==================== block 1
block_1/io_fan.png
Scale bar: 10 um.
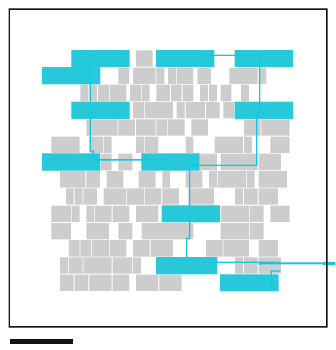
$ cat src/rtl/rr_prio_arbiter.sv
// Single-resource arbiter: fixed (highest index wins) or round-robin selection,
// grants held until the owner releases or MAX_HOLD cycles elapse, then one dead cycle.
module rr_prio_arbiter #(
    parameter int NREQ     = 4,
    parameter int IDXW     = 2,
    parameter int MAX_HOLD = 8
) (
    input  logic            clk,
    input  logic            rst_n,
    input  logic            rr_en,
    input  logic [NREQ-1:0] req,
    output logic [NREQ-1:0] gnt,
    output logic [IDXW-1:0] gnt_idx,
    output logic            gnt_vld,
    output logic            timeout
);

    localparam int CNTW = $clog2(MAX_HOLD + 1);

    typedef enum logic [1:0] {
        IDLE  = 2'd0,
        GRANT = 2'd1,
        GAP   = 2'd2
    } state_t;

    state_t          state, state_nxt;
    logic [IDXW-1:0] owner, owner_nxt;
    logic [IDXW-1:0] ptr, ptr_nxt;
    logic [CNTW-1:0] hold_cnt, hold_cnt_nxt;
    logic            to_flag, to_flag_nxt;

    function automatic logic [IDXW-1:0] pick_fixed(input logic [NREQ-1:0] r);
        logic [IDXW-1:0] k;
        pick_fixed = '0;
        for (int i = 0; i < NREQ; i++) begin
            k = IDXW'(i);
            if (r[k]) pick_fixed = k;
        end
    endfunction

    // First requester found scanning upward from p, wrapping around.
    function automatic logic [IDXW-1:0] pick_rr(input logic [NREQ-1:0] r,
                                                input logic [IDXW-1:0] p);
        logic found;
        int   idx;
        pick_rr = '0;
        found   = 1'b0;
        for (int i = 0; i < NREQ; i++) begin
            idx = (int'(p) + i) % NREQ;
            if (!found && r[idx[IDXW-1:0]]) begin
                pick_rr = idx[IDXW-1:0];
                found   = 1'b1;
            end
        end
    endfunction

    function automatic logic [IDXW-1:0] next_ptr(input logic [IDXW-1:0] g);
        next_ptr = (g == IDXW'(NREQ - 1)) ? '0 : g + IDXW'(1);
    endfunction

    always_ff @(posedge clk or negedge rst_n) begin
        if (!rst_n) begin
            state    <= IDLE;
            owner    <= '0;
            ptr      <= '0;
            hold_cnt <= '0;
            to_flag  <= 1'b0;
        end else begin
            state    <= state_nxt;
            owner    <= owner_nxt;
            ptr      <= ptr_nxt;
            hold_cnt <= hold_cnt_nxt;
            to_flag  <= to_flag_nxt;
        end
    end

    always_comb begin
        state_nxt    = state;
        owner_nxt    = owner;
        ptr_nxt      = ptr;
        hold_cnt_nxt = hold_cnt;
        to_flag_nxt  = to_flag;
        case (state)
            IDLE: begin
                to_flag_nxt = 1'b0;
                if (|req) begin
                    state_nxt    = GRANT;
                    owner_nxt    = rr_en ? pick_rr(req, ptr) : pick_fixed(req);
                    hold_cnt_nxt = CNTW'(1);
                end
            end
            GRANT: begin
                // An owner dropping its request wins over a simultaneous timeout.
                if (!req[owner]) begin
                    state_nxt    = GAP;
                    ptr_nxt      = next_ptr(owner);
                    hold_cnt_nxt = '0;
                    to_flag_nxt  = 1'b0;
                end else if (hold_cnt == CNTW'(MAX_HOLD)) begin
                    state_nxt    = GAP;
                    ptr_nxt      = next_ptr(owner);
                    hold_cnt_nxt = '0;
                    to_flag_nxt  = 1'b1;
                end else if (hold_cnt != '1) begin
                    hold_cnt_nxt = hold_cnt + CNTW'(1);
                end
            end
            GAP: begin
                state_nxt   = IDLE;
                to_flag_nxt = 1'b0;
            end
            default: begin
                state_nxt   = IDLE;
                to_flag_nxt = 1'b0;
            end
        endcase
    end

    // Outputs depend only on flops, so they are glitch-free and clear with reset.
    always_comb begin
        gnt     = '0;
        gnt_idx = '0;
        gnt_vld = 1'b0;
        timeout = 1'b0;
        case (state)
            GRANT: begin
                gnt     = NREQ'(1) << owner;
                gnt_idx = owner;
                gnt_vld = 1'b1;
            end
            GAP:     timeout = to_flag;
            default: ;
        endcase
    end

endmodule
$ cat config.mk
export PLATFORM = sky130hd
export DESIGN_NAME = rr_prio_arbiter
export DESIGN_NICKNAME = d
export VERILOG_FILES = /design/src/rtl/rr_prio_arbiter.sv
export SDC_FILE = /design/constraint.sdc
export NUM_CORES = 1
export LEC_CHECK = 0
export ABC_AREA = 0
export CAP_MARGIN = 25
export CORE_MARGIN = 5
export CORE_UTILIZATION = 50
export CTS_CLUSTER_SIZE = 14
export DETAILED_ROUTE_END_ITERATION = 12
export PLACE_DENSITY_LB_ADDON = 0.05
export SYNTH_ARGS = -nofsm -noshare
export SYNTH_HDL_FRONTEND = slang
export SYNTH_SLANG_ARGS = --single-unit
$ cat constraint.sdc
create_clock -name clk -period 1.9 [get_ports clk]
set_input_delay 0.38 -clock clk [delete_from_list [all_inputs] [get_ports clk]]
set_output_delay 0.38 -clock clk [all_outputs]
set_load 0.01 [all_outputs]
==> Changelog: implementation <==
## Implementation

- Initial DRC count: 9
- Largest power group: combinational cells
- Clock Power: 160 uW
- Nets@finish: 134
- RSZ-0062 raised after global routing: false
- Clk_skew: 0.00158 ns
- Cts hold-fix bufs: 0
- Grt ovf: 0
- Outcome: finished, final reports clean
- Dpl cells: 130
- Final Util: 72.9%
- VDD IR-drop max: 744 uV
- Cts bufs inserted: 3
- First-pass DRT Iterations: 4
- CP cell instances: nand2b_4 > nor2_1 > clkdlybuf4s50_1
- Number of max-cap violations: 0
- # DRC: 0
- Met3 usage: 4.22%
- Cell variety after synth: 33
- Log Warnings: 30
- Clock tree from TritonCTS: yes
- Max incr delay on CP: 0.54 ns
- Fmax: 0.541 GHz
- Mean Syn Cell Area: 9.00 um2
- Setup_tns: 0 ns
- Hold WS: 0.454 ns
- Crit. End Element: output port
- Critical path data arrival time: 1.47 ns
- Yosys reg bits: 11
- Internal: 922 uW
- Vias in the first global route: 728
- Total power: 1540 uW
- Post-synth seq share: 34.8%
- Fp util: 52.6%
- Area Overhead vs Synth: 38.7%
- Cell area after layout: 1100 um2
- Core area: 1510 um2
- Pwr per Cell Area: 1400 nW/um2
- Sequential power share: 28.2%
- Wl on met1: 942 um
Notes on block_1/io_fan.png above:
- cyan: rst_n (bits 1; direction input; end cells 11; buffers 1; wire 112 um)
Port-buffer cells: 14
io pins: 15

## kinds of logic after synthesis
logic type      Yosys count  synth area share (%)
compound gates           22                  19.9
fa+ha+maj                 6                  9.48
buf+inv                  12                  5.84
flops                    11                  34.8
mux                       3                  5.69
simple gates             34                  24.3
## what timing repair did
action | in CTS | in global routing
setup buffers | 2 | 0
setup endpoints to repair | 7 | 4
gates resized | 8 | 4
## layout make-up
cell class / count / area [um2] / share of cell area (%)
Multi-Input combinational cell: 65 / 479 / 43.6
Inverter: 11 / 41.3 / 3.76
Sequential cell: 11 / 277 / 25.2
Timing Repair Buffer: 29 / 255 / 23.2
Clock buffer: 4 / 26.3 / 2.39
Tap cell: 16 / 20.0 / 1.82
## cells in the mapped netlist (all sizes together)
cell type	n
o2bb2ai	1
nand3	2
and2b	1
ha	6
o221a	1
inv	11
a311o	1
or3	2
nor2	6
a2111oi	1
a21oi	7
o21ai	4
nand2	7
mux4	1
and3	2
a211oi	2
nor2b	1
and2	4
a311oi	1
buf	1
o22ai	1
dfrtp	11
and4	1
a22o	1
or2	1
a31oi	2
and4bb	1
mux2	2
nand2b	2
nor4	3
and3b	1

==================== block 2
block_2/flops_by_reg.png
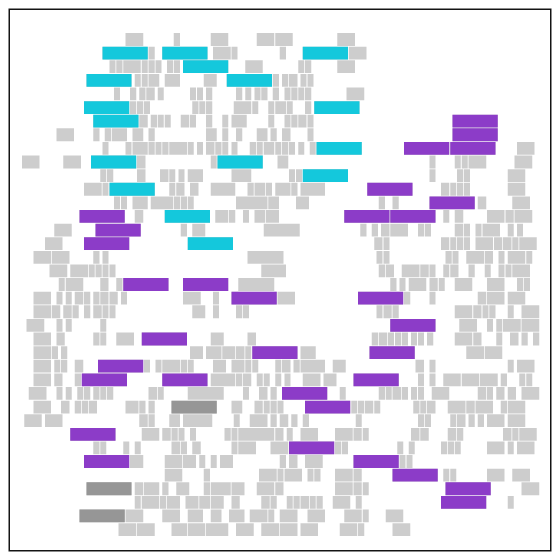
block_2/layer_met2.png
Scale bar: 20 um.
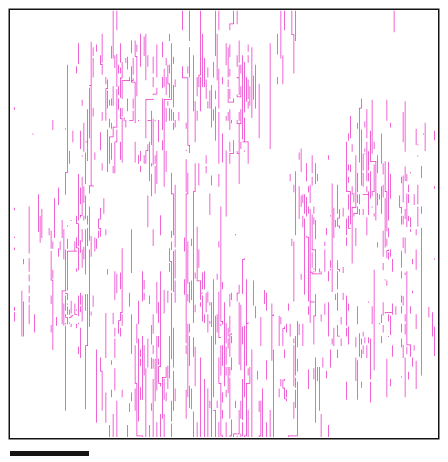
===== src/rtl/endian_swap_arbiter.sv =====
// Two-requester round-robin arbiter feeding a single output register.
// The granted word is optionally byte-reversed on its way into the register,
// and a saturating counter tracks how many byte-reversed words were accepted.
module endian_swap_arbiter #(
  parameter int DATA_W = 32
) (
  input  logic              clk,
  input  logic              reset,
  input  logic              req0_valid_i,
  input  logic [DATA_W-1:0] req0_data_i,
  input  logic              req0_swap_i,
  output logic              req0_ready_o,
  input  logic              req1_valid_i,
  input  logic [DATA_W-1:0] req1_data_i,
  input  logic              req1_swap_i,
  output logic              req1_ready_o,
  output logic              out_valid_o,
  output logic [DATA_W-1:0] out_data_o,
  output logic              out_src_o,
  input  logic              out_ready_i,
  output logic [15:0]       swap_cnt_o
);

  localparam int BYTE_N = DATA_W / 8;

  // ptr_q names the requester that wins when both are valid
  logic              ptr_q, ptr_d;
  logic              out_valid_q, out_valid_d;
  logic [DATA_W-1:0] out_data_q, out_data_d;
  logic              out_src_q, out_src_d;
  logic [15:0]       swap_cnt_q, swap_cnt_d;

  logic              load_en;
  logic              grant1;
  logic              accept;
  logic              sel_swap;
  logic [DATA_W-1:0] sel_data;
  logic [DATA_W-1:0] rev_data;

  // Grant selection and ready handshakes; readies are held low while reset is asserted
  always_comb begin
    load_en      = reset & (~out_valid_q | out_ready_i);
    grant1       = req1_valid_i & (~req0_valid_i | ptr_q);
    req0_ready_o = load_en & req0_valid_i & ~grant1;
    req1_ready_o = load_en & req1_valid_i & grant1;
    accept       = req0_ready_o | req1_ready_o;
    sel_data     = grant1 ? req1_data_i : req0_data_i;
    sel_swap     = grant1 ? req1_swap_i : req0_swap_i;
  end

  // Byte reversal of the granted word; degenerates to a plain copy for one-byte words
  generate
    for (genvar gi = 0; gi < BYTE_N; gi++) begin : g_rev
      assign rev_data[gi*8 +: 8] = sel_data[(BYTE_N-1-gi)*8 +: 8];
    end
  endgenerate

  // Next-state: load on acceptance, drop valid on a pop with nothing new, count swaps
  always_comb begin
    ptr_d       = ptr_q;
    out_valid_d = out_valid_q;
    out_data_d  = out_data_q;
    out_src_d   = out_src_q;
    swap_cnt_d  = swap_cnt_q;
    if (accept) begin
      ptr_d       = ~grant1;
      out_valid_d = 1'b1;
      out_data_d  = sel_swap ? rev_data : sel_data;
      out_src_d   = grant1;
      if (sel_swap && (swap_cnt_q != 16'hFFFF)) begin
        swap_cnt_d = swap_cnt_q + 16'd1;
      end
    end else if (out_ready_i) begin
      out_valid_d = 1'b0;
    end
  end

  // State registers with asynchronous clear
  always_ff @(posedge clk or negedge reset) begin
    if (!reset) begin
      ptr_q       <= 1'b0;
      out_valid_q <= 1'b0;
      out_data_q  <= '0;
      out_src_q   <= 1'b0;
      swap_cnt_q  <= 16'd0;
    end else begin
      ptr_q       <= ptr_d;
      out_valid_q <= out_valid_d;
      out_data_q  <= out_data_d;
      out_src_q   <= out_src_d;
      swap_cnt_q  <= swap_cnt_d;
    end
  end

  assign out_valid_o = out_valid_q;
  assign out_data_o  = out_data_q;
  assign out_src_o   = out_src_q;
  assign swap_cnt_o  = swap_cnt_q;

endmodule


===== config.mk =====
export PLATFORM = sky130hd
export DESIGN_NAME = endian_swap_arbiter
export DESIGN_NICKNAME = d
export VERILOG_FILES = /design/src/rtl/endian_swap_arbiter.sv
export SDC_FILE = /design/constraint.sdc
export NUM_CORES = 1
export LEC_CHECK = 0
export ABC_AREA = 1
export CORE_MARGIN = 2
export CORE_UTILIZATION = 30
export DETAILED_ROUTE_END_ITERATION = 8
export PLACE_DENSITY_LB_ADDON = 0.3
export SYNTH_ARGS = -nofsm -noshare
export SYNTH_HDL_FRONTEND = slang
export SYNTH_SLANG_ARGS = --single-unit
export TNS_END_PERCENT = 1

===== constraint.sdc =====
create_clock -name clk -period 2 [get_ports clk]
set_clock_uncertainty 0.1 [all_clocks]
set_input_delay 0.4 -clock clk [delete_from_list [all_inputs] [get_ports clk]]
set_output_delay 0.4 -clock clk [all_outputs]
set_load 0.005 [all_outputs]

==> Changelog: implementation <==
## Implementation

- Drt wl/cell: 12.2 um
- Synthesis area per yosys: 3240 um2
- Total track usage: 16.2%
- Sequential power share: 42.1%
- Synthesized area: 3240 um2
- WS Path Type: register to output port
- Setup slack, reg-to-reg: 0.26 ns
- Top comb family, area: simple AND/OR/NAND/NOR gates
- Pwr per Cell Area: 708 nW/um2
- Critical path data arrival time: 1.39 ns
- Post-layout minimum cycle time: 1.89 ns
- MUX area fraction: 0%
- Largest net degree at the start of global routing: 52
- Total power: 3390 uW
- Outcome: finished, final reports clean
- Post-synth seq share: 39.4%
- Yosys reg bits: 51
- First-pass DRT Iterations: 4
- CP max stage cell: clkdlybuf4s50_1
Notes on block_2/flops_by_reg.png above:
- cyan: swap_cnt_o (placed flops 16)
- purple: out_data_o (placed flops 32)
- not coloured: 3
sequential power: 1430 uW
Final Util: 46.0%

Notes on block_2/layer_met2.png above:
- wire length on this layer: 4240 um
- longest straight run: 37.6 um
Total Wirelength: 9.21 mm
vias: 3421
met2 Use GR: 27.7%

final cells by class:
type                       count  area, um2
timing repair buffer         146       1460
inverter                      49        184
multi-input combinational    364       1610
sequential                    51       1280
tap                          136        170
fill                        1053       5630
clock inverter                 3       25.0
clock buffer                   5       68.8
timing repair:
item | CTS | global route
pin swaps | 1 | 1
hold buffers | 0 | 0
resized | 4 | 3
gates cloned | 0 | 0
setup buffers | 0 | 0
endpoints found under the setup margin | 2 | 1
cells in the mapped netlist, drive strengths merged:
cell,n
o21ai,36
nand4,4
nand3,46
buf,21
dfrtp,51
a21oi,2
xnor2,4
clkbuf,1
inv,47
nor2,22
nand2,244
nand3b,2
ha,1
clkinv,2
xor2,3
cell families (layout without fill, tap and decap cells):
| family | Yosys count | after routing |
|---|---|---|
| simple gates | 318 | 318 |
| fa+ha+maj | 1 | 1 |
| flops | 51 | 51 |
| buf+inv | 71 | 203 |
| xor+xnor | 7 | 7 |
| compound gates | 38 | 38 |
state kept, by name, indices dropped and copies added (netlist names):
register     flops
out_data_o      32
out_src_o        1
swap_cnt_o      16
ptr_q            1
out_valid_o      1


==> gallery <==
Signal wires by layer.
Only two layers are drawn.
picture 1
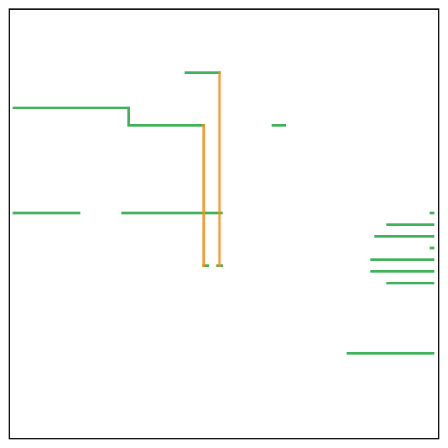
picture 2
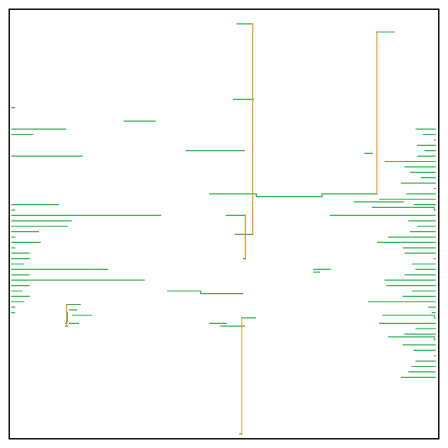
| from | picture |
|---|---|
| block 2 | picture 2 |
| block 1 | picture 1 |
- most wire: picture 2

Key to picture 2:
- orange: metal 4 (wire length 139 um)
- green: metal 3 (wire length 733 um)

Power figures rest on the tool's default switching activity, not on a simulated workload.
